=== design 1 ===
<file path="src/rtl/smartlift_sched.sv">
// SCAN-policy lift scheduler for the DE2: latches floor calls into a pending mask,
// models per-floor travel time and a timed door dwell, and drives the HEX/LED indicators.
module smartlift_sched #(
  parameter int  N_FLOORS        = 9,
  parameter int  TICKS_PER_FLOOR = 50000000,
  parameter int  DOOR_TICKS      = 100000000,
  localparam int FLOOR_W         = $clog2(N_FLOORS)
) (
  input  logic                CLOCK_50,
  input  logic                KEY1,
  input  logic                KEY0,
  input  logic [N_FLOORS-1:0] SW,
  output logic [6:0]          HEX0,
  output logic [6:0]          HEX1,
  output logic                LED_G,
  output logic                LED_R,
  output logic [FLOOR_W-1:0]  CUR_FLOOR,
  output logic [1:0]          DIR,
  output logic [N_FLOORS-1:0] PEND
);

  localparam int T_MAX   = (TICKS_PER_FLOOR > DOOR_TICKS) ? TICKS_PER_FLOOR : DOOR_TICKS;
  localparam int TIMER_W = $clog2(T_MAX + 1);

  localparam logic [TIMER_W-1:0] MOVE_LAST = TIMER_W'(TICKS_PER_FLOOR - 1);
  localparam logic [TIMER_W-1:0] DOOR_LAST = TIMER_W'(DOOR_TICKS - 1);
  localparam logic [TIMER_W-1:0] TIMER_ONE = TIMER_W'(1);
  localparam logic [FLOOR_W-1:0] TOP_FLOOR = FLOOR_W'(N_FLOORS - 1);
  localparam logic [FLOOR_W-1:0] FLOOR_ONE = FLOOR_W'(1);
  localparam logic [6:0]         SEG_BLANK = 7'b1111111;
  localparam logic [6:0]         SEG_UNDER = 7'b1110111;

  typedef enum logic [1:0] {S_IDLE, S_MOVE, S_DOOR} state_t;

  state_t               state_q, state_d;
  logic                 key_s1_q, key_s1_d;
  logic                 key_s2_q, key_s2_d;
  logic                 key_s3_q, key_s3_d;
  logic [FLOOR_W-1:0]   cur_floor_q, cur_floor_d;
  logic                 up_q, up_d;
  logic [N_FLOORS-1:0]  pend_q, pend_d;
  logic [TIMER_W-1:0]   timer_q, timer_d;
  logic [6:0]           hex0_q, hex0_d;

  logic                 press;
  logic                 call_ok;
  logic [FLOOR_W-1:0]   call_idx;
  logic                 ahead_up;
  logic                 ahead_dn;
  logic [N_FLOORS-1:0]  capture;
  logic [N_FLOORS-1:0]  serve;
  logic [FLOOR_W-1:0]   next_floor;

  function automatic logic [6:0] seg7(input logic [3:0] d);
    case (d)
      4'd0:    seg7 = 7'b1000000;
      4'd1:    seg7 = 7'b1111001;
      4'd2:    seg7 = 7'b0100100;
      4'd3:    seg7 = 7'b0110000;
      4'd4:    seg7 = 7'b0011001;
      4'd5:    seg7 = 7'b0010010;
      4'd6:    seg7 = 7'b0000010;
      4'd7:    seg7 = 7'b1111000;
      4'd8:    seg7 = 7'b0000000;
      4'd9:    seg7 = 7'b0010000;
      default: seg7 = SEG_BLANK;
    endcase
  endfunction

  function automatic logic [FLOOR_W-1:0] onehot_index(input logic [N_FLOORS-1:0] v);
    onehot_index = '0;
    for (int i = 0; i < N_FLOORS; i++) begin
      if (v[i]) onehot_index = FLOOR_W'(i);
    end
  endfunction

  // KEY0 is asynchronous: two flops to resolve metastability, a third to spot the falling edge
  always_comb begin
    key_s1_d = KEY0;
    key_s2_d = key_s1_q;
    key_s3_d = key_s2_q;
    press    = key_s3_q & ~key_s2_q;
    call_ok  = press & $onehot(SW);
    call_idx = onehot_index(SW);
  end

  always_comb begin
    ahead_up = 1'b0;
    ahead_dn = 1'b0;
    for (int i = 0; i < N_FLOORS; i++) begin
      if (pend_q[i] && (i > int'(cur_floor_q))) ahead_up = 1'b1;
      if (pend_q[i] && (i < int'(cur_floor_q))) ahead_dn = 1'b1;
    end
  end

  always_comb begin
    state_d     = state_q;
    cur_floor_d = cur_floor_q;
    up_d        = up_q;
    timer_d     = timer_q;
    hex0_d      = hex0_q;
    serve       = '0;
    capture     = call_ok ? SW : '0;
    next_floor  = cur_floor_q;

    if (press) hex0_d = call_ok ? seg7(4'(call_idx)) : SEG_UNDER;

    case (state_q)
      S_IDLE: begin
        timer_d = '0;
        if (pend_q[cur_floor_q]) begin
          state_d            = S_DOOR;
          serve[cur_floor_q] = 1'b1;
        end else if (|pend_q) begin
          state_d = S_MOVE;
          // keep heading while calls lie ahead, otherwise turn toward the remaining ones
          up_d    = up_q ? ahead_up : !ahead_dn;
        end
      end
      S_MOVE: begin
        if (timer_q == MOVE_LAST) begin
          timer_d = '0;
          if (up_q) next_floor = (cur_floor_q == TOP_FLOOR) ? cur_floor_q : cur_floor_q + FLOOR_ONE;
          else      next_floor = (cur_floor_q == '0) ? cur_floor_q : cur_floor_q - FLOOR_ONE;
          cur_floor_d = next_floor;
          if (pend_q[next_floor] || (next_floor == '0) || (next_floor == TOP_FLOOR)) begin
            state_d           = S_DOOR;
            serve[next_floor] = 1'b1;
          end
        end else begin
          timer_d = timer_q + TIMER_ONE;
        end
      end
      S_DOOR: begin
        if (call_ok && (call_idx == cur_floor_q)) begin
          timer_d = '0;
          capture = '0;
        end else if (timer_q == DOOR_LAST) begin
          state_d = S_IDLE;
          timer_d = '0;
        end else begin
          timer_d = timer_q + TIMER_ONE;
        end
      end
      default: begin
        state_d = S_IDLE;
        timer_d = '0;
      end
    endcase

    // a service in the same cycle as a capture of that floor leaves the bit clear
    pend_d = (pend_q | capture) & ~serve;
  end

  always_ff @(posedge CLOCK_50 or negedge KEY1) begin
    if (!KEY1) begin
      key_s1_q    <= 1'b1;
      key_s2_q    <= 1'b1;
      key_s3_q    <= 1'b1;
      state_q     <= S_IDLE;
      cur_floor_q <= '0;
      up_q        <= 1'b1;
      pend_q      <= '0;
      timer_q     <= '0;
      hex0_q      <= SEG_BLANK;
    end else begin
      key_s1_q    <= key_s1_d;
      key_s2_q    <= key_s2_d;
      key_s3_q    <= key_s3_d;
      state_q     <= state_d;
      cur_floor_q <= cur_floor_d;
      up_q        <= up_d;
      pend_q      <= pend_d;
      timer_q     <= timer_d;
      hex0_q      <= hex0_d;
    end
  end

  always_comb begin
    LED_G     = (state_q == S_DOOR);
    LED_R     = (state_q != S_DOOR);
    DIR       = (state_q == S_MOVE) ? (up_q ? 2'd1 : 2'd2) : 2'd0;
    HEX0      = hex0_q;
    HEX1      = seg7(4'(cur_floor_q));
    CUR_FLOOR = cur_floor_q;
    PEND      = pend_q;
  end

endmodule

</file>
<file path="config.mk">
export PLATFORM = sky130hd
export DESIGN_NAME = smartlift_sched
export DESIGN_NICKNAME = d
export VERILOG_FILES = /design/src/rtl/smartlift_sched.sv
export SDC_FILE = /design/constraint.sdc
export NUM_CORES = 1
export LEC_CHECK = 0
export CORE_ASPECT_RATIO = 0.9
export CORE_UTILIZATION = 30
export DETAILED_ROUTE_END_ITERATION = 7
export GPL_ROUTABILITY_DRIVEN = 0
export SYNTH_ARGS = -nofsm -noshare
export SYNTH_HDL_FRONTEND = slang
export SYNTH_SLANG_ARGS = --single-unit
</file>
<file path="constraint.sdc">
create_clock -name CLOCK_50 -period 4.6 [get_ports CLOCK_50]
set_input_delay 0.92 -clock CLOCK_50 [delete_from_list [all_inputs] [get_ports CLOCK_50]]
set_output_delay 0.92 -clock CLOCK_50 [all_outputs]
set_load 0.01 [all_outputs]
</file>
=== design 2 ===
--- src/rtl/pattern_source_gen.sv ---
// pattern_source_gen: known-value test-pattern source on a valid/ready link.
// After reset it holds off for HOLD_CYCLES, then streams CONST, COUNT,
// Galois LFSR or walking-one words; mode_load switches mode and restarts.
module pattern_source_gen #(
  parameter int               WIDTH       = 24,
  parameter logic [WIDTH-1:0] CONST_VAL   = WIDTH'(24'hC0FFEE),
  parameter logic [WIDTH-1:0] SEED        = WIDTH'(24'h000001),
  parameter logic [WIDTH-1:0] LFSR_TAPS   = WIDTH'(24'hE10000),
  parameter int               HOLD_CYCLES = 4
) (
  input  logic             clk,
  input  logic             rst,
  input  logic             en,
  input  logic [1:0]       mode_in,
  input  logic             mode_load,
  input  logic             out_ready,
  output logic             out_valid,
  output logic [WIDTH-1:0] result,
  output logic [1:0]       mode_q,
  output logic             holding
);

  localparam int CW = (HOLD_CYCLES > 0) ? $clog2(HOLD_CYCLES + 1) : 1;

  localparam logic [1:0] M_CONST = 2'd0;
  localparam logic [1:0] M_COUNT = 2'd1;
  localparam logic [1:0] M_LFSR  = 2'd2;
  localparam logic [1:0] M_WALK  = 2'd3;

  typedef enum logic {HOLD, RUN} state_t;

  state_t        state_q, state_d;
  logic [CW-1:0] cnt_q, cnt_d;

  // A zero seed would lock the LFSR at zero, so it is replaced by 1.
  localparam logic [WIDTH-1:0] LFSR_INIT = (SEED == '0) ? WIDTH'(1) : SEED;

  function automatic logic [WIDTH-1:0] first_val(input logic [1:0] m);
    logic [WIDTH-1:0] v;
    v = '0;
    case (m)
      M_CONST: v = CONST_VAL;
      M_COUNT: v = '0;
      M_LFSR:  v = LFSR_INIT;
      M_WALK:  v = WIDTH'(1);
      default: v = '0;
    endcase
    return v;
  endfunction

  function automatic logic [WIDTH-1:0] next_val(input logic [1:0] m,
                                                input logic [WIDTH-1:0] r);
    logic [WIDTH-1:0] v;
    v = r;
    case (m)
      M_CONST: v = CONST_VAL;
      M_COUNT: v = r + WIDTH'(1);
      M_LFSR:  v = (r >> 1) ^ (r[0] ? LFSR_TAPS : '0);
      M_WALK:  v = {r[WIDTH-2:0], r[WIDTH-1]};
      default: v = r;
    endcase
    return v;
  endfunction

  // State and hold-off counter registers.
  always_ff @(posedge clk) begin
    if (rst) begin
      state_q <= HOLD;
      cnt_q   <= CW'(HOLD_CYCLES);
    end else begin
      state_q <= state_d;
      cnt_q   <= cnt_d;
    end
  end

  // Next state: leave HOLD on the edge the counter would reach zero
  // (immediately when HOLD_CYCLES is 0).
  always_comb begin
    state_d = state_q;
    cnt_d   = cnt_q;
    case (state_q)
      HOLD: begin
        if (cnt_q <= CW'(1)) state_d = RUN;
        else                 cnt_d   = cnt_q - CW'(1);
      end
      RUN:     state_d = RUN;
      default: state_d = HOLD;
    endcase
  end

  // Output word, valid and mode registers; a load beats a same-cycle transfer.
  always_ff @(posedge clk) begin
    if (rst) begin
      result    <= '0;
      out_valid <= 1'b0;
      mode_q    <= M_CONST;
      holding   <= 1'b1;
    end else begin
      holding <= (state_d == HOLD);
      if (mode_load) mode_q <= mode_in;
      if (state_q == HOLD) begin
        if (state_d == RUN) begin
          result    <= first_val(mode_load ? mode_in : mode_q);
          out_valid <= en;
        end
      end else begin
        out_valid <= en;
        if (mode_load)                   result <= first_val(mode_in);
        else if (out_valid && out_ready) result <= next_val(mode_q, result);
      end
    end
  end

endmodule

--- config.mk ---
export PLATFORM = sky130hd
export DESIGN_NAME = pattern_source_gen
export DESIGN_NICKNAME = d
export VERILOG_FILES = /design/src/rtl/pattern_source_gen.sv
export SDC_FILE = /design/constraint.sdc
export NUM_CORES = 1
export LEC_CHECK = 0
export CAP_MARGIN = 20
export CELL_PAD_IN_SITES_DETAIL_PLACEMENT = 1
export CELL_PAD_IN_SITES_GLOBAL_PLACEMENT = 1
export CORE_MARGIN = 10
export CORE_UTILIZATION = 40
export CTS_CLUSTER_DIAMETER = 120
export CTS_CLUSTER_SIZE = 12
export DETAILED_ROUTE_END_ITERATION = 7
export HOLD_SLACK_MARGIN = 0.06
export PLACE_DENSITY_LB_ADDON = 0.1
export SETUP_SLACK_MARGIN = 0.2
export SLEW_MARGIN = 20
export SYNTH_ARGS = -nofsm -noshare
export SYNTH_HDL_FRONTEND = slang
export SYNTH_SLANG_ARGS = --single-unit
--- constraint.sdc ---
create_clock -name clk -period 1.9 [get_ports clk]
set_input_delay 0.19 -clock clk [delete_from_list [all_inputs] [get_ports clk]]
set_output_delay 0.19 -clock clk [all_outputs]
set_load 0.02 [all_outputs]
=== design 3 ===
===== config.mk =====
export PLATFORM = sky130hd
export DESIGN_NAME = insn_sequencer_flat
export DESIGN_NICKNAME = d
export VERILOG_FILES = /design/src/rtl/insn_sequencer_if.sv /design/src/rtl/insn_sequencer.sv /design/src/flat_wrapper.sv
export SDC_FILE = /design/constraint.sdc
export NUM_CORES = 1
export LEC_CHECK = 0
export CAP_MARGIN = 20
export CORE_MARGIN = 10
export CORE_UTILIZATION = 40
export DETAILED_ROUTE_END_ITERATION = 10
export HOLD_SLACK_MARGIN = 0.06
export PLACE_DENSITY_LB_ADDON = 0.25
export SLEW_MARGIN = 20
export SYNTH_ARGS = -nofsm -noshare
export SYNTH_HDL_FRONTEND = slang
export SYNTH_SLANG_ARGS = --single-unit

===== constraint.sdc =====
create_clock -name clk_i -period 3.3 [get_ports clk_i]
set_clock_uncertainty 0.2 [all_clocks]
set_input_delay 0.66 -clock clk_i [delete_from_list [all_inputs] [get_ports clk_i]]
set_output_delay 0.66 -clock clk_i [all_outputs]
set_load 0.005 [all_outputs]

===== src/rtl/insn_sequencer_if.sv =====
// Instruction fetch bus: the sequencer is the only master, instruction memory is the slave.
interface insn_sequencer_if;
    logic [63:0] iadr;
    logic        icyc;
    logic        istb;
    logic        iack;
    logic [31:0] idat;

    modport master (output iadr, output icyc, output istb, input iack, input idat);
    modport slave  (input iadr, input icyc, input istb, output iack, output idat);
endinterface


===== src/rtl/insn_sequencer.sv =====
// Polaris instruction sequencer: fetches into IR, steps the micro-cycle counter for the
// combinational decoders, retires instructions by advancing or loading the PC, and raises traps.
module insn_sequencer #(
    parameter logic [63:0] RESET_PC  = 64'hFFFF_FFFF_FFFF_FF00,
    parameter logic [63:0] TRAP_VEC  = 64'hFFFF_FFFF_FFFF_FE00,
    parameter int unsigned MAX_STEPS = 8
) (
    input  logic             clk_i,
    input  logic             reset_i,
    insn_sequencer_if.master ibus,
    output logic [31:0]      ir_o,
    output logic [2:0]       cstate_o,
    input  logic [2:0]       nstate_i,
    input  logic             defined_i,
    input  logic             pc_ld_i,
    input  logic [63:0]      pc_dat_i,
    output logic [63:0]      pc_o,
    output logic             exec_o,
    output logic             trap_o,
    output logic [1:0]       cause_o,
    output logic [63:0]      epc_o
);
    localparam int unsigned       STEP_W    = $clog2(MAX_STEPS + 1);
    localparam logic [STEP_W-1:0] LAST_STEP = STEP_W'(MAX_STEPS - 1);
    localparam logic [STEP_W-1:0] ONE_STEP  = STEP_W'(1);
    localparam logic [31:0]       NOP_INSN  = 32'h0000_0013;
    localparam logic [1:0]        CAUSE_MISALIGN = 2'd0;
    localparam logic [1:0]        CAUSE_UNDEF    = 2'd1;
    localparam logic [1:0]        CAUSE_WDOG     = 2'd2;

    typedef enum logic [1:0] {
        ST_FETCH = 2'd0,
        ST_EXEC  = 2'd1,
        ST_TRAP  = 2'd2
    } state_t;

    state_t            state_r, state_s;
    logic [63:0]       pc_r, pc_s;
    logic [63:0]       epc_r, epc_s;
    logic [31:0]       ir_r, ir_s;
    logic [2:0]        cstate_r, cstate_s;
    logic [STEP_W-1:0] steps_r, steps_s;
    logic [1:0]        cause_r, cause_s;
    logic              icyc_r, exec_r, trap_r;

    // Next-state and datapath update for the fetch/execute/trap sequence
    always_comb begin
        state_s  = state_r;
        pc_s     = pc_r;
        epc_s    = epc_r;
        ir_s     = ir_r;
        cstate_s = cstate_r;
        steps_s  = steps_r;
        cause_s  = cause_r;
        case (state_r)
            ST_FETCH: begin
                if (ibus.iack) begin
                    ir_s     = ibus.idat;
                    cstate_s = 3'd0;
                    steps_s  = {STEP_W{1'b0}};
                    state_s  = ST_EXEC;
                end else begin
                    state_s  = ST_FETCH;
                end
            end
            ST_EXEC: begin
                if (!defined_i) begin
                    cause_s = CAUSE_UNDEF;
                    epc_s   = pc_r;
                    state_s = ST_TRAP;
                end else if (nstate_i == cstate_r) begin
                    // A misaligned jump target traps with the PC left on the faulting insn
                    if (pc_ld_i && (pc_dat_i[1:0] != 2'b00)) begin
                        cause_s = CAUSE_MISALIGN;
                        epc_s   = pc_r;
                        state_s = ST_TRAP;
                    end else begin
                        pc_s    = pc_ld_i ? pc_dat_i : (pc_r + 64'd4);
                        state_s = ST_FETCH;
                    end
                end else if (steps_r == LAST_STEP) begin
                    cause_s = CAUSE_WDOG;
                    epc_s   = pc_r;
                    state_s = ST_TRAP;
                end else begin
                    cstate_s = nstate_i;
                    steps_s  = steps_r + ONE_STEP;
                end
            end
            ST_TRAP: begin
                pc_s     = TRAP_VEC;
                cstate_s = 3'd0;
                state_s  = ST_FETCH;
            end
            default: begin
                state_s = ST_FETCH;
            end
        endcase
    end

    // State register; bus and status flags are registered from the next state
    always_ff @(posedge clk_i) begin
        if (reset_i) begin
            state_r  <= ST_FETCH;
            pc_r     <= RESET_PC;
            epc_r    <= 64'd0;
            ir_r     <= NOP_INSN;
            cstate_r <= 3'd0;
            steps_r  <= {STEP_W{1'b0}};
            cause_r  <= 2'd0;
            icyc_r   <= 1'b1;
            exec_r   <= 1'b0;
            trap_r   <= 1'b0;
        end else begin
            state_r  <= state_s;
            pc_r     <= pc_s;
            epc_r    <= epc_s;
            ir_r     <= ir_s;
            cstate_r <= cstate_s;
            steps_r  <= steps_s;
            cause_r  <= cause_s;
            icyc_r   <= (state_s == ST_FETCH);
            exec_r   <= (state_s == ST_EXEC);
            trap_r   <= (state_s == ST_TRAP);
        end
    end

    assign ibus.iadr = pc_r;
    assign ibus.icyc = icyc_r;
    assign ibus.istb = icyc_r;
    assign ir_o      = ir_r;
    assign cstate_o  = cstate_r;
    assign pc_o      = pc_r;
    assign exec_o    = exec_r;
    assign trap_o    = trap_r;
    assign cause_o   = cause_r;
    assign epc_o     = epc_r;
endmodule

===== src/flat_wrapper.sv =====
// flat-port wrapper written by rule: the top's interface ports become plain ports
module insn_sequencer_flat 
#(
    parameter logic [63:0] RESET_PC  = 64'hFFFF_FFFF_FFFF_FF00,
    parameter logic [63:0] TRAP_VEC  = 64'hFFFF_FFFF_FFFF_FE00,
    parameter int unsigned MAX_STEPS = 8
)
  (clk_i, reset_i, ir_o, cstate_o, nstate_i, defined_i, pc_ld_i, pc_dat_i, pc_o, exec_o, trap_o, cause_o, epc_o, ibus_iadr, ibus_icyc, ibus_istb, ibus_iack, ibus_idat);
  insn_sequencer_if ibus_i ();
  input  logic clk_i;
  input  logic reset_i;
  output logic [31:0] ir_o;
  output logic [2:0] cstate_o;
  input  logic [2:0] nstate_i;
  input  logic defined_i;
  input  logic pc_ld_i;
  input  logic [63:0] pc_dat_i;
  output logic [63:0] pc_o;
  output logic exec_o;
  output logic trap_o;
  output logic [1:0] cause_o;
  output logic [63:0] epc_o;
  output wire logic [$bits(ibus_i.iadr)-1:0] ibus_iadr;
  output wire logic [$bits(ibus_i.icyc)-1:0] ibus_icyc;
  output wire logic [$bits(ibus_i.istb)-1:0] ibus_istb;
  input wire logic [$bits(ibus_i.iack)-1:0] ibus_iack;
  input wire logic [$bits(ibus_i.idat)-1:0] ibus_idat;
  assign ibus_iadr = ibus_i.iadr;
  assign ibus_icyc = ibus_i.icyc;
  assign ibus_istb = ibus_i.istb;
  assign ibus_i.iack = ibus_iack;
  assign ibus_i.idat = ibus_idat;
  insn_sequencer #(.RESET_PC(RESET_PC), .TRAP_VEC(TRAP_VEC), .MAX_STEPS(MAX_STEPS)) u_core (.clk_i(clk_i), .reset_i(reset_i), .ibus(ibus_i), .ir_o(ir_o), .cstate_o(cstate_o), .nstate_i(nstate_i), .defined_i(defined_i), .pc_ld_i(pc_ld_i), .pc_dat_i(pc_dat_i), .pc_o(pc_o), .exec_o(exec_o), .trap_o(trap_o), .cause_o(cause_o), .epc_o(epc_o));
endmodule

=== design 4 ===
File: src/rtl/link_arbiter.sv
// Round-robin arbiter sharing one 4-phase req/ack link among N_REQ masters; optional watchdog via LINK_ARB_TIMEOUT_EN.
// Latency: grant one cycle after a request is sampled; req/data/ack are muxed combinationally from the registered winner.
// Backpressure: non-winners see no ack until the owner's handshake fully closes and the arbiter passes through IDLE.
module link_arbiter #(
  parameter int N_REQ   = 4,
  parameter int DATA_W  = 8,
  parameter int TIMEOUT = 64
) (
  input  logic                    clk,
  input  logic                    rst,
  input  logic [N_REQ-1:0]        m_req,
  input  logic [N_REQ*DATA_W-1:0] m_data,
  output logic [N_REQ-1:0]        m_ack,
  output logic                    s_req,
  output logic [DATA_W-1:0]       s_data,
  input  logic                    s_ack,
  output logic [N_REQ-1:0]        grant,
  output logic                    busy,
  output logic                    timeout
);

  localparam int PW = $clog2(N_REQ);

  typedef enum logic [1:0] {
    IDLE  = 2'd0,
    GRANT = 2'd1,
    ACKED = 2'd2
  } state_e;

  if (N_REQ < 2 || N_REQ > 8) begin : g_bad_n_req
    $error("link_arbiter: N_REQ must be in 2..8");
  end
  if (TIMEOUT < 2) begin : g_bad_timeout
    $error("link_arbiter: TIMEOUT must be at least 2");
  end

  state_e             state_q, state_d;
  logic [PW-1:0]      ptr_q, ptr_d;
  logic [PW-1:0]      win_q, win_d;
  logic [PW-1:0]      pick;
  logic               any_req;
  logic [PW-1:0]      win_inc;
  logic [PW:0]        cand;
  logic [DATA_W-1:0]  data_arr [N_REQ];

  always_comb begin
    for (int i = 0; i < N_REQ; i++) begin
      data_arr[i] = m_data[i*DATA_W +: DATA_W];
    end
  end

  // Walk downward so the lowest offset from ptr (highest priority) is written last.
  always_comb begin
    pick    = '0;
    any_req = 1'b0;
    cand    = '0;
    for (int i = N_REQ - 1; i >= 0; i--) begin
      cand = {1'b0, ptr_q} + (PW + 1)'(i);
      if (cand >= (PW + 1)'(N_REQ)) begin
        cand = cand - (PW + 1)'(N_REQ);
      end
      if (m_req[PW'(cand)]) begin
        pick    = PW'(cand);
        any_req = 1'b1;
      end
    end
  end

  assign win_inc = (win_q == PW'(N_REQ - 1)) ? '0 : win_q + 1'b1;

`ifdef LINK_ARB_TIMEOUT_EN
  localparam int CW = $clog2(TIMEOUT + 1);

  logic [CW-1:0] wdog_q, wdog_d;
  logic          timeout_q, timeout_d;
`endif

  always_comb begin
    state_d = state_q;
    ptr_d   = ptr_q;
    win_d   = win_q;
`ifdef LINK_ARB_TIMEOUT_EN
    wdog_d    = wdog_q;
    timeout_d = 1'b0;
`endif
    case (state_q)
      IDLE: begin
`ifdef LINK_ARB_TIMEOUT_EN
        wdog_d = '0;
`endif
        if (any_req) begin
          win_d   = pick;
          state_d = GRANT;
        end
      end
      GRANT: begin
        if (s_ack) begin
          state_d = ACKED;
        end else if (!m_req[win_q]) begin
          // Withdrawn before ack: ptr stays so this master keeps priority.
          state_d = IDLE;
`ifdef LINK_ARB_TIMEOUT_EN
        end else if (wdog_q == CW'(TIMEOUT - 1)) begin
          state_d   = IDLE;
          ptr_d     = win_inc;
          timeout_d = 1'b1;
        end else begin
          wdog_d = wdog_q + 1'b1;
`endif
        end
      end
      ACKED: begin
        if (!m_req[win_q] && !s_ack) begin
          ptr_d   = win_inc;
          state_d = IDLE;
        end
      end
      default: begin
        state_d = IDLE;
      end
    endcase
  end

  always_ff @(posedge clk or negedge rst) begin
    if (!rst) begin
      state_q <= IDLE;
      ptr_q   <= '0;
      win_q   <= '0;
    end else begin
      state_q <= state_d;
      ptr_q   <= ptr_d;
      win_q   <= win_d;
    end
  end

`ifdef LINK_ARB_TIMEOUT_EN
  always_ff @(posedge clk or negedge rst) begin
    if (!rst) begin
      wdog_q    <= '0;
      timeout_q <= 1'b0;
    end else begin
      wdog_q    <= wdog_d;
      timeout_q <= timeout_d;
    end
  end

  assign timeout = timeout_q;
`else
  assign timeout = 1'b0;
`endif

  assign busy = (state_q != IDLE);

  always_comb begin
    s_req  = 1'b0;
    s_data = '0;
    m_ack  = '0;
    grant  = '0;
    if (state_q != IDLE) begin
      s_req        = m_req[win_q];
      s_data       = data_arr[win_q];
      m_ack[win_q] = s_ack;
      grant[win_q] = 1'b1;
    end
  end

endmodule

File: config.mk
export PLATFORM = sky130hd
export DESIGN_NAME = link_arbiter
export DESIGN_NICKNAME = d
export VERILOG_FILES = /design/src/rtl/link_arbiter.sv
export SDC_FILE = /design/constraint.sdc
export NUM_CORES = 1
export LEC_CHECK = 0
export CORE_MARGIN = 2
export CORE_UTILIZATION = 30
export CTS_CLUSTER_SIZE = 16
export DETAILED_ROUTE_END_ITERATION = 10
export HOLD_SLACK_MARGIN = 0.08
export PLACE_DENSITY = 0.73
export SKIP_LAST_GASP = 1
export SLEW_MARGIN = 20
export SYNTH_ARGS = -nofsm -noshare
export SYNTH_HDL_FRONTEND = slang
export SYNTH_SLANG_ARGS = --single-unit
File: constraint.sdc
create_clock -name clk -period 2.3 [get_ports clk]
set_clock_uncertainty 0.1 [all_clocks]
set_input_delay 0.23 -clock clk [delete_from_list [all_inputs] [get_ports clk]]
set_output_delay 0.23 -clock clk [all_outputs]
set_load 0.02 [all_outputs]
=== design 5 ===
`src/rtl/tick_timer_pkg.sv`:
```
// Shared types and defaults for the tick timer and its edge detector.
package tick_timer_pkg;

  typedef enum logic {
    ST_IDLE = 1'b0,
    ST_RUN  = 1'b1
  } state_t;

  localparam int WIDTH_DEF = 16;

endpackage

```
`src/rtl/tick_timer_rise_detect.sv`:
```
// Registered rising-edge pulse for a signal already synchronous to clk_in.
// rise is the same-cycle (unregistered) edge, pulse is its registered copy.
module rise_detect (
  input  logic clk_in,
  input  logic rst,
  input  logic d,
  output logic pulse,
  output logic rise
);

  logic q;

  assign rise = d & ~q;

  always_ff @(posedge clk_in) begin
    if (rst) begin
      q     <= 1'b0;
      pulse <= 1'b0;
    end else begin
      q     <= d;
      pulse <= rise;
    end
  end

endmodule

```
`src/rtl/tick_timer.sv`:
```
// Loadable down-counter clocked by rising edges of the divided clock,
// with start/stop control, one-shot or auto-reload mode and a done pulse.
module tick_timer
  import tick_timer_pkg::*;
#(
  parameter int WIDTH = WIDTH_DEF
) (
  input  logic             clk_in,
  input  logic             rst,
  input  logic             div_clk,
  input  logic             start,
  input  logic             stop,
  input  logic             periodic,
  input  logic [WIDTH-1:0] load_val,
  output logic             busy,
  output logic             tick,
  output logic             done,
  output logic [WIDTH-1:0] count
);

  localparam logic [WIDTH-1:0] ONE = {{(WIDTH-1){1'b0}}, 1'b1};

  state_t           state;
  logic [WIDTH-1:0] reload;
  logic             mode;
  logic             tick_int;

  rise_detect u_rise (
    .clk_in (clk_in),
    .rst    (rst),
    .d      (div_clk),
    .pulse  (tick),
    .rise   (tick_int)
  );

  always_ff @(posedge clk_in) begin
    if (rst) begin
      state  <= ST_IDLE;
      count  <= '0;
      reload <= '0;
      mode   <= 1'b0;
      busy   <= 1'b0;
      done   <= 1'b0;
    end else begin
      done <= 1'b0;
      case (state)
        ST_IDLE: begin
          // A tick coinciding with an accepted start is deliberately not counted.
          if (start) begin
            if (load_val != '0) begin
              count  <= load_val;
              reload <= load_val;
              mode   <= periodic;
              state  <= ST_RUN;
              busy   <= 1'b1;
            end else begin
              count <= '0;
              done  <= 1'b1;
            end
          end
        end
        ST_RUN: begin
          // stop has priority over both a tick and a (ignored) start.
          if (stop) begin
            state <= ST_IDLE;
            busy  <= 1'b0;
            count <= '0;
          end else if (tick_int) begin
            if (count > ONE) begin
              count <= count - ONE;
            end else if (count == ONE) begin
              done <= 1'b1;
              if (mode) begin
                count <= reload;
              end else begin
                count <= '0;
                state <= ST_IDLE;
                busy  <= 1'b0;
              end
            end
          end
        end
        default: begin
          state <= ST_IDLE;
          busy  <= 1'b0;
        end
      endcase
    end
  end

endmodule
```
`config.mk`:
```
export PLATFORM = sky130hd
export DESIGN_NAME = tick_timer
export DESIGN_NICKNAME = d
export VERILOG_FILES = /design/src/rtl/tick_timer_pkg.sv /design/src/rtl/tick_timer_rise_detect.sv /design/src/rtl/tick_timer.sv
export SDC_FILE = /design/constraint.sdc
export NUM_CORES = 1
export LEC_CHECK = 0
export CAP_MARGIN = 5
export CORE_MARGIN = 5
export CORE_UTILIZATION = 50
export CTS_CLUSTER_DIAMETER = 200
export DETAILED_ROUTE_END_ITERATION = 10
export PLACE_DENSITY_LB_ADDON = 0.2
export SYNTH_ARGS = -nofsm -noshare
export SYNTH_HDL_FRONTEND = slang
export SYNTH_SLANG_ARGS = --single-unit
```
`constraint.sdc`:
```
create_clock -name clk_in -period 5.2 [get_ports clk_in]
set_clock_uncertainty 0.2 [all_clocks]
set_input_delay 1.04 -clock clk_in [delete_from_list [all_inputs] [get_ports clk_in]]
set_output_delay 1.04 -clock clk_in [all_outputs]
set_load 0.01 [all_outputs]
```

==> screenshots <==
Routing congestion.
Plate I
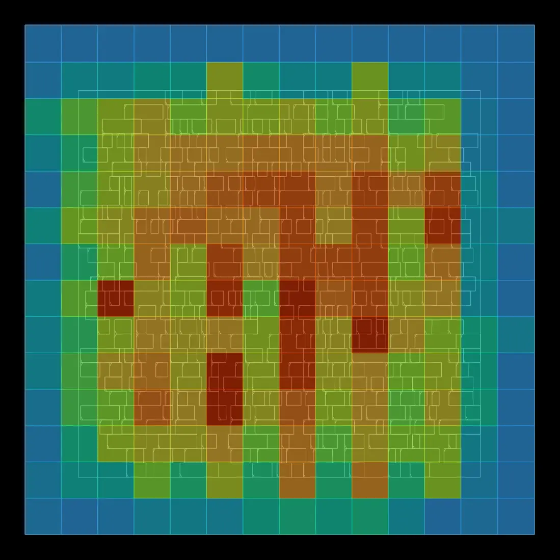
Plate II
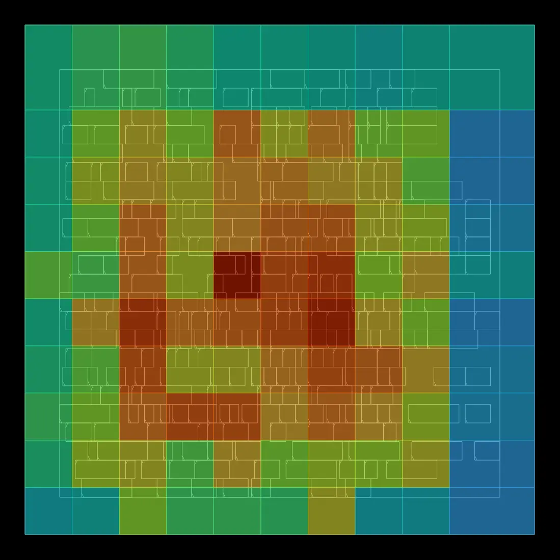
Plate III
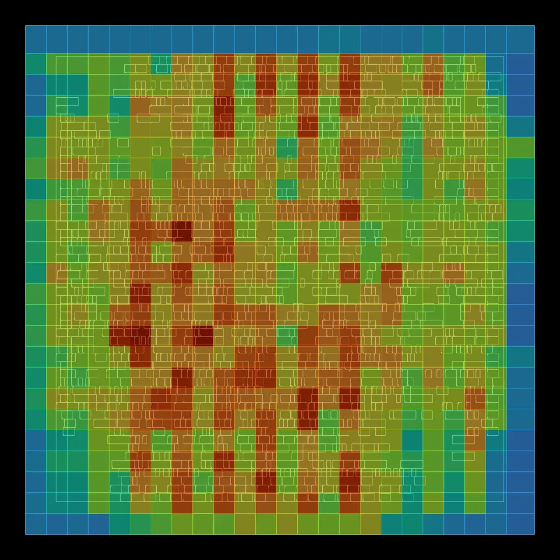
Plate IV
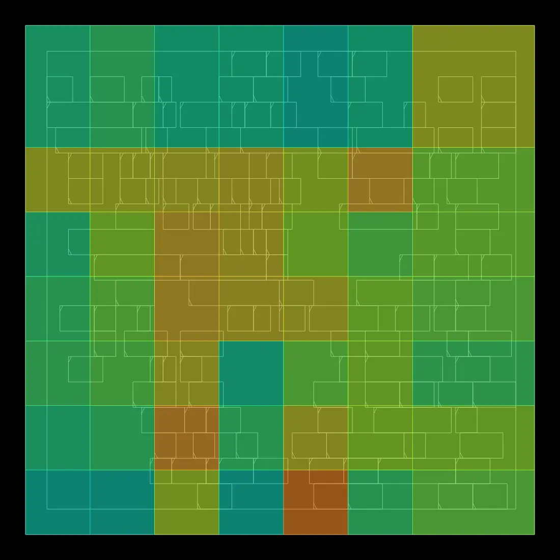
Plate V
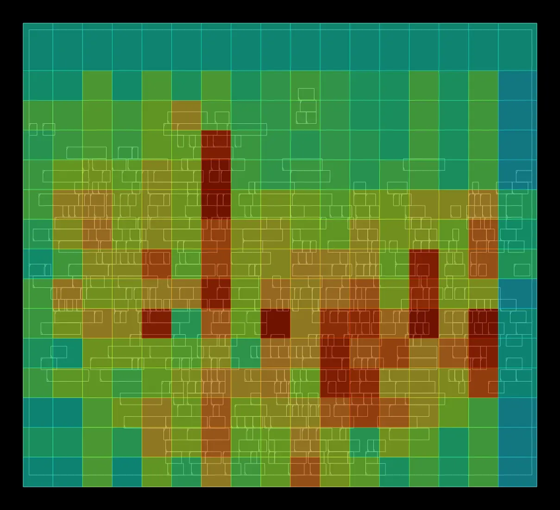
Plate I -> design 2
Plate V -> design 1
Plate IV -> design 4
Plate III -> design 3
Plate II -> design 5
Of these, lowest utilization: Plate V
Of these, least wire per cell: Plate IV

Design 2, the metal 1 layer:
Cells faint in the background.
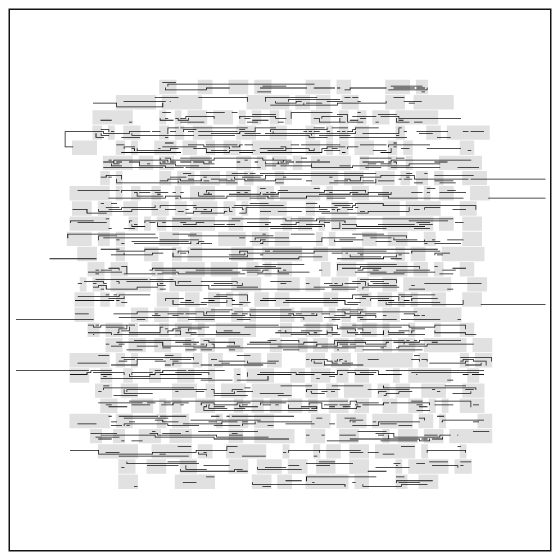
- share of all routed wire: 46%
- longest straight run: 44.2 um
- main direction: horizontal
- nets with wire on the layer: 345
- wire length on this layer: 4,150 um
GR Layer Usage met1: 0.2291
via count: 2,616
final wirelength: 8992 um

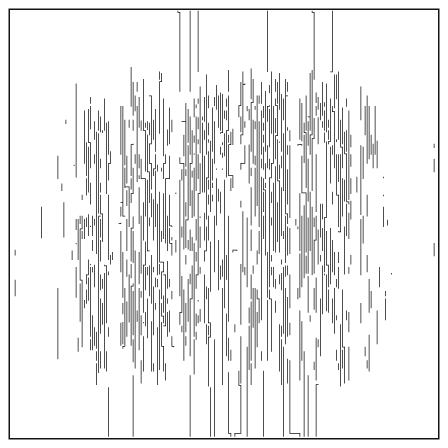
Design 2: signal wires on met2
- main direction: vertical
- share of all routed wire: 48%

==> results.toml, design 2 <==
# synthesis and place-and-route metrics
[finish]
logic_gates = 227

[clock_tree]
ctsHoldBuffers = 0
post_cts_buffers = 2
cts_tree = "built"
clock_path_buffers = 2
clock_sinks = 32

[detailed_routing]
drt_iter0_markers = 217

[setup_path]
critPathKind = "reg -> reg"
ff2ff_setup_slack_ns = 0.17

[global_routing]
antenna_found_initial = 0
met2_usage = 0.2986

[logic_synthesis]
flop_cell = "dfxtp_1"

[min_path]
hp-class = "reg -> reg"

[run_status]
status = "completed"

[floorplanning]
fp_util = 0.4203
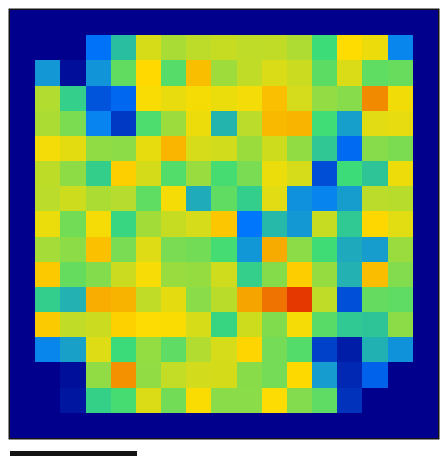
Design 3: cell density map
The bar under the picture is 50 um long. 17 x 17 tiles, from dark blue (low) to red (high), 0 to 100% covered.
- nearly empty tiles: 25%
- emptiest ninth of the die: lower right
- mean over tiles: 44%

==> results.toml, design 3 <==
# synthesis and place-and-route metrics
[run_status]
status = "completed"

[clock_tree]
clkTransAtPathRegs_ns = 0.07
htree_num_levels = 4
post_cts_buffers = 0

[power]
power-top-group = "registers"
pwr-share-seq = 0.442

[finish]
drive_gt1_frac = 0.08026
diodes = 1
layout.cells.most_common = "clkdlybuf4s50_1"
largest_class = "combinational gates"

[logic_synthesis]
syn_area_per_cell_um2 = 7.677
top_cells_by_area = "dfxtp_1 (40%), nand2_1 (11%), a21oi_1 (8.8%)"
flop_cell = "dfxtp_1"
ys_sh_mux = 0.01044

[global_routing]
met2_usage = 0.3749
grt_pass1_vias = 8930
antenna_found_initial = 1

[run]
maxCapViolations = 0

[detailed_routing]
drcViolationCount = 0
wl_met1_um = 13520

[setup_path]
r2r-end = "u_core.ibus.iadr[53]"
worstPathCellList = "nand2_1 -> nor4_1 -> nand4_1 -> nor3_1 -> mux2i_1 -> o21ai_1"
worstPathMaxFanout = 8
critPathLaunch = "u_core.ibus.iadr[34]"

[timing]
clock.fmax_mhz = 338.3
tightest_slew_ns = 0.7335
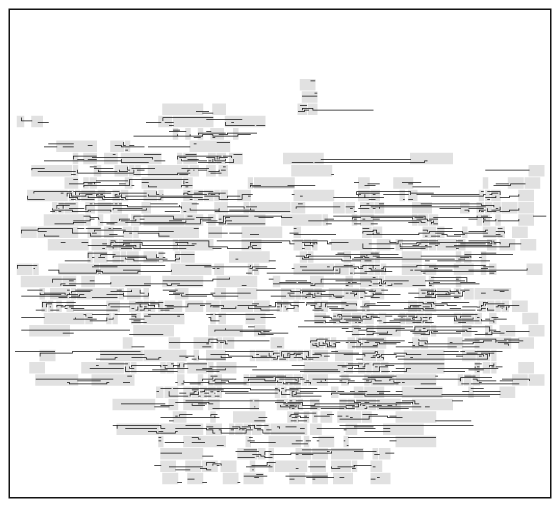
Design 1: the metal 1 layer
Cells faint in the background.
- share of all routed wire: 47%
- wire length on this layer: 4,530 um
via count: 3,322
final wirelength: 9635 um
GR Layer Usage met1: 0.2188

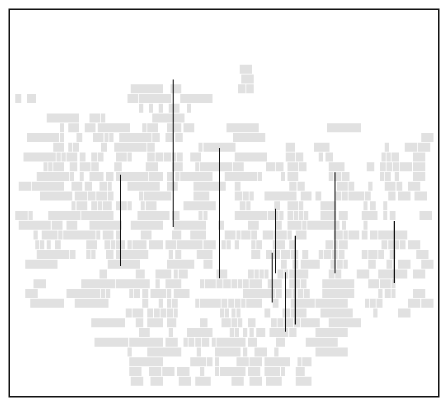
Design 1: the metal 4 layer
Cells faint in the background.
- share of all routed wire: 2.3%
- nets with wire on the layer: 7

==> results.toml, design 1 <==
# synthesis and place-and-route metrics
[clock_tree]
htree_num_levels = 2
ctsHoldBuffers = 0

[timing]
min_period_ns = 4.333
setup_viol = 0

[min_path]
hold_depth = 0

[detailed_routing]
wl_met1_um = 4534

[setup_path]
ff2ff_setup_slack_ns = 1.06
critPathMostFrequentCell = "fa_1"
worstPathCellList = "dlymetal6s2s_1 -> inv_1 -> fa_1 -> fa_1 -> fa_1 -> inv_2 -> fa_2 -> inv_1 -> fa_1 -> inv_1 -> nand3_1 -> o21ai_1 -> nand4_1 -> buf_4 -> a21oi_4 -> buf_6 -> a21oi_1 -> a221oi_1"

[finish]
sh_seq_area = 0.2911
seq_cell_count = 53

[logic_synthesis]
ys_area_mm2 = 0.003719
syn_area_per_cell_um2 = 8.568

[run_status]
status = "completed"

[power]
max-vdd-ir-drop_uv = 217.6
pwr-share-comb = 0.415

[floorplanning]
rows = 38
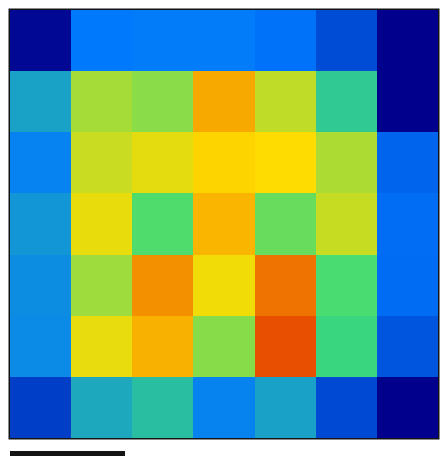
Design 5: cell density map
The bar under the picture is 20 um long. 7 x 7 tiles, from dark blue (low) to red (high), 0 to 100% covered.
- tiles over 75% full: 14%
- mean over tiles: 46%
- densest ninth of the die: center
- emptiest ninth of the die: upper right
core area: 0.004029 mm2
FP Core Util: 0.5168

==> results.toml, design 5 <==
# synthesis and place-and-route metrics
[run_status]
status = "completed"

[min_path]
hp-class = "reg -> reg"

[finish]
drive_gt1_frac = 0.06574
layout.nonclk_buf_frac = 0.1599
mi_logic_area_mm2 = 0.001226
fin_cells = 339
largest_class = "combinational gates"

[clock_tree]
cts-resized-gates = 0
clkTransAtPathRegs_ns = 0.07
post_cts_buffers = 0
htree_num_levels = 2

[power]
p_sw_frac = 0.3146
pwr-share-seq = 0.431
switching_power_uw = 248.3
pwr-share-comb = 0.266

[logic_synthesis]
ys_sh_mux = 0.03846
edf_count = 0
fp_nets = 280
netlist.area_leader.share = 0.3654
netlist_top_cells_count = "dfxtp_1 (38), nand2_1 (24), nor2_1 (24), o21ai_0 (24), clkbuf_1 (15)"

[global_routing]
top_usage_layer = "met2"
grt_max_degree = 27

[setup_path]
critPathSlowestCell = "a41oi_2"
end_kind = "flip-flop"

[timing]
rsz0062_at_grt = "no"
tns_ns = 0

[placement]
place_worst_setup_slack_ns = 1.593
dp_hpwl_um = 4167

[detailed_routing]
dr_total_vias = 2133
wl_met3_um = 485
topRoutingLayerUsed = "met4"
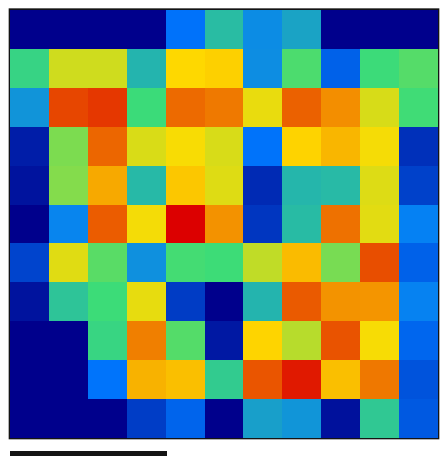
Design 4: cell density map
The bar under the picture is 20 um long. 11 x 11 tiles, from dark blue (low) to red (high), 0 to 100% covered.
- emptiest ninth of the die: lower left
- fullest tile: 100%
- tiles over 75% full: 26%

==> results.toml, design 4 <==
# synthesis and place-and-route metrics
[run_status]
status = "completed"

[timing]
hold_viol = 0
clock.fmax_mhz = 469.0

[placement]
dp_hpwl_um = 1863
dpl-instance-area_mm2 = 0.001386

[setup_path]
ff2ff_path_depth = 3
critPathSlowestCell = "clkdlybuf4s50_1"

[global_routing]
grt_first_pass_wirelength_um = 3215
grt_pass1_vias = 792
grt_usage = 0.1485

[logic_synthesis]
syn_area_per_cell_um2 = 9.785
post-synth-top-count-cell = "and2_1"
aoi_share = 0.06557
simple_gate_share = 0.2443
largest_area_cell = "mux4_2"

[finish]
postLayoutCoreUtil = 0.5790
logic_gates = 62

[power]
power_density_mw_per_mm2 = 1017
internal_power_uw = 822.8

[detailed_routing]
dr_total_vias = 814


==> notes/layouts.md <==
Pictures saved along the way, in no particular order.

Signal wires on met2.
image #1
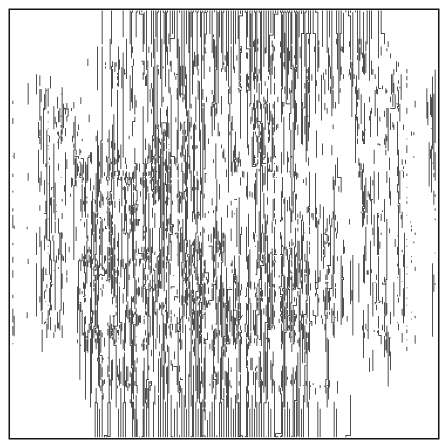
image #2
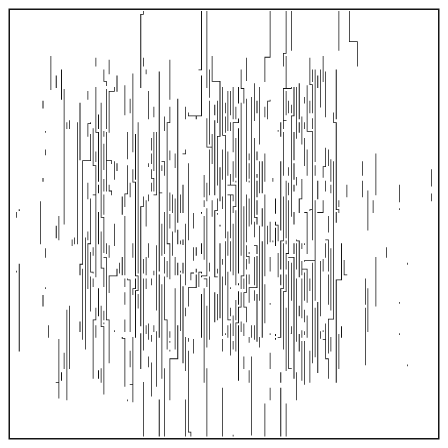
image #3
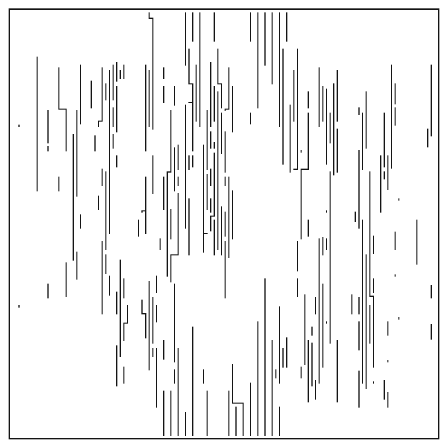
image #4
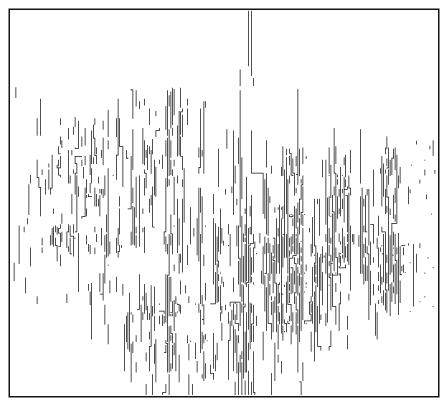
For design 5, see image #2.
For design 1, see image #4.
For design 4, see image #3.
For design 3, see image #1.


==> gallery <==
The metal 1 layer.
Cells faint in the background.
shot_01.png
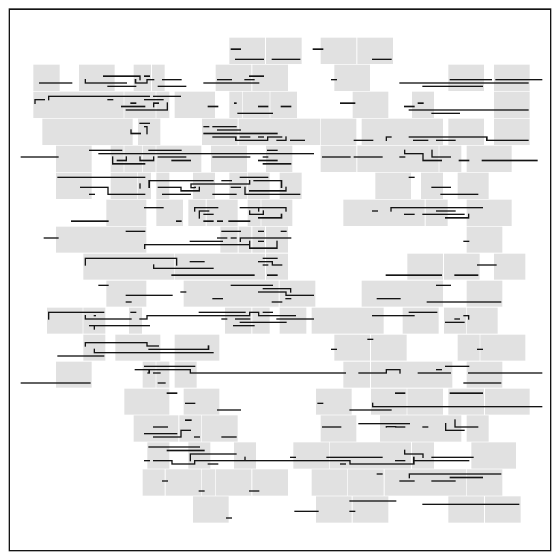
shot_02.png
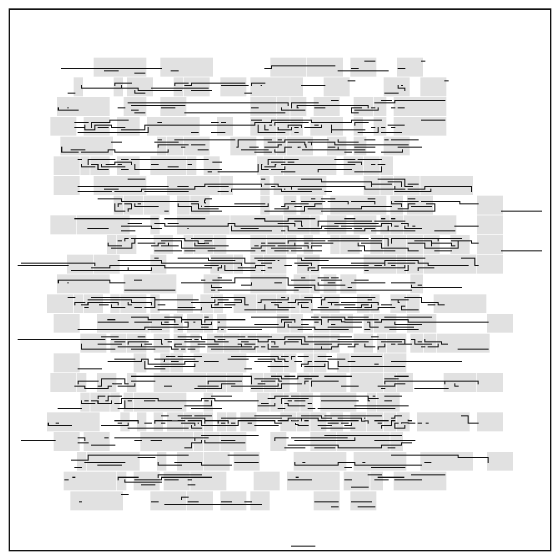
shot_03.png
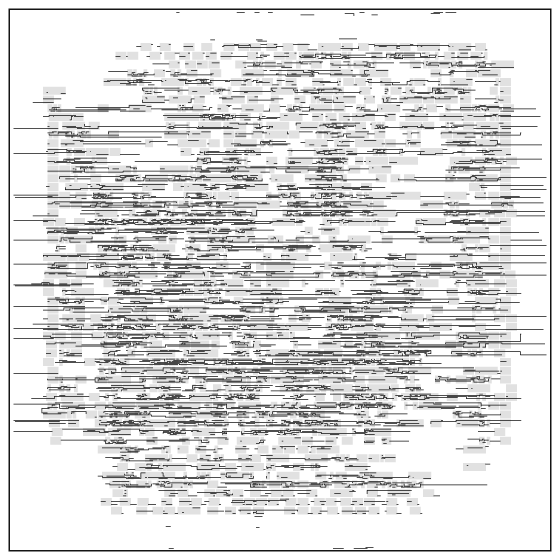
| picture | from |
|---|---|
| shot_02.png | design 5 |
| shot_01.png | design 4 |
| shot_03.png | design 3 |

Key to shot_03.png:
- longest straight run: 56.6 um
- wire length on this layer: 13,500 um
- nets with wire on the layer: 1,346

Power and IR drop assume default switching activity.
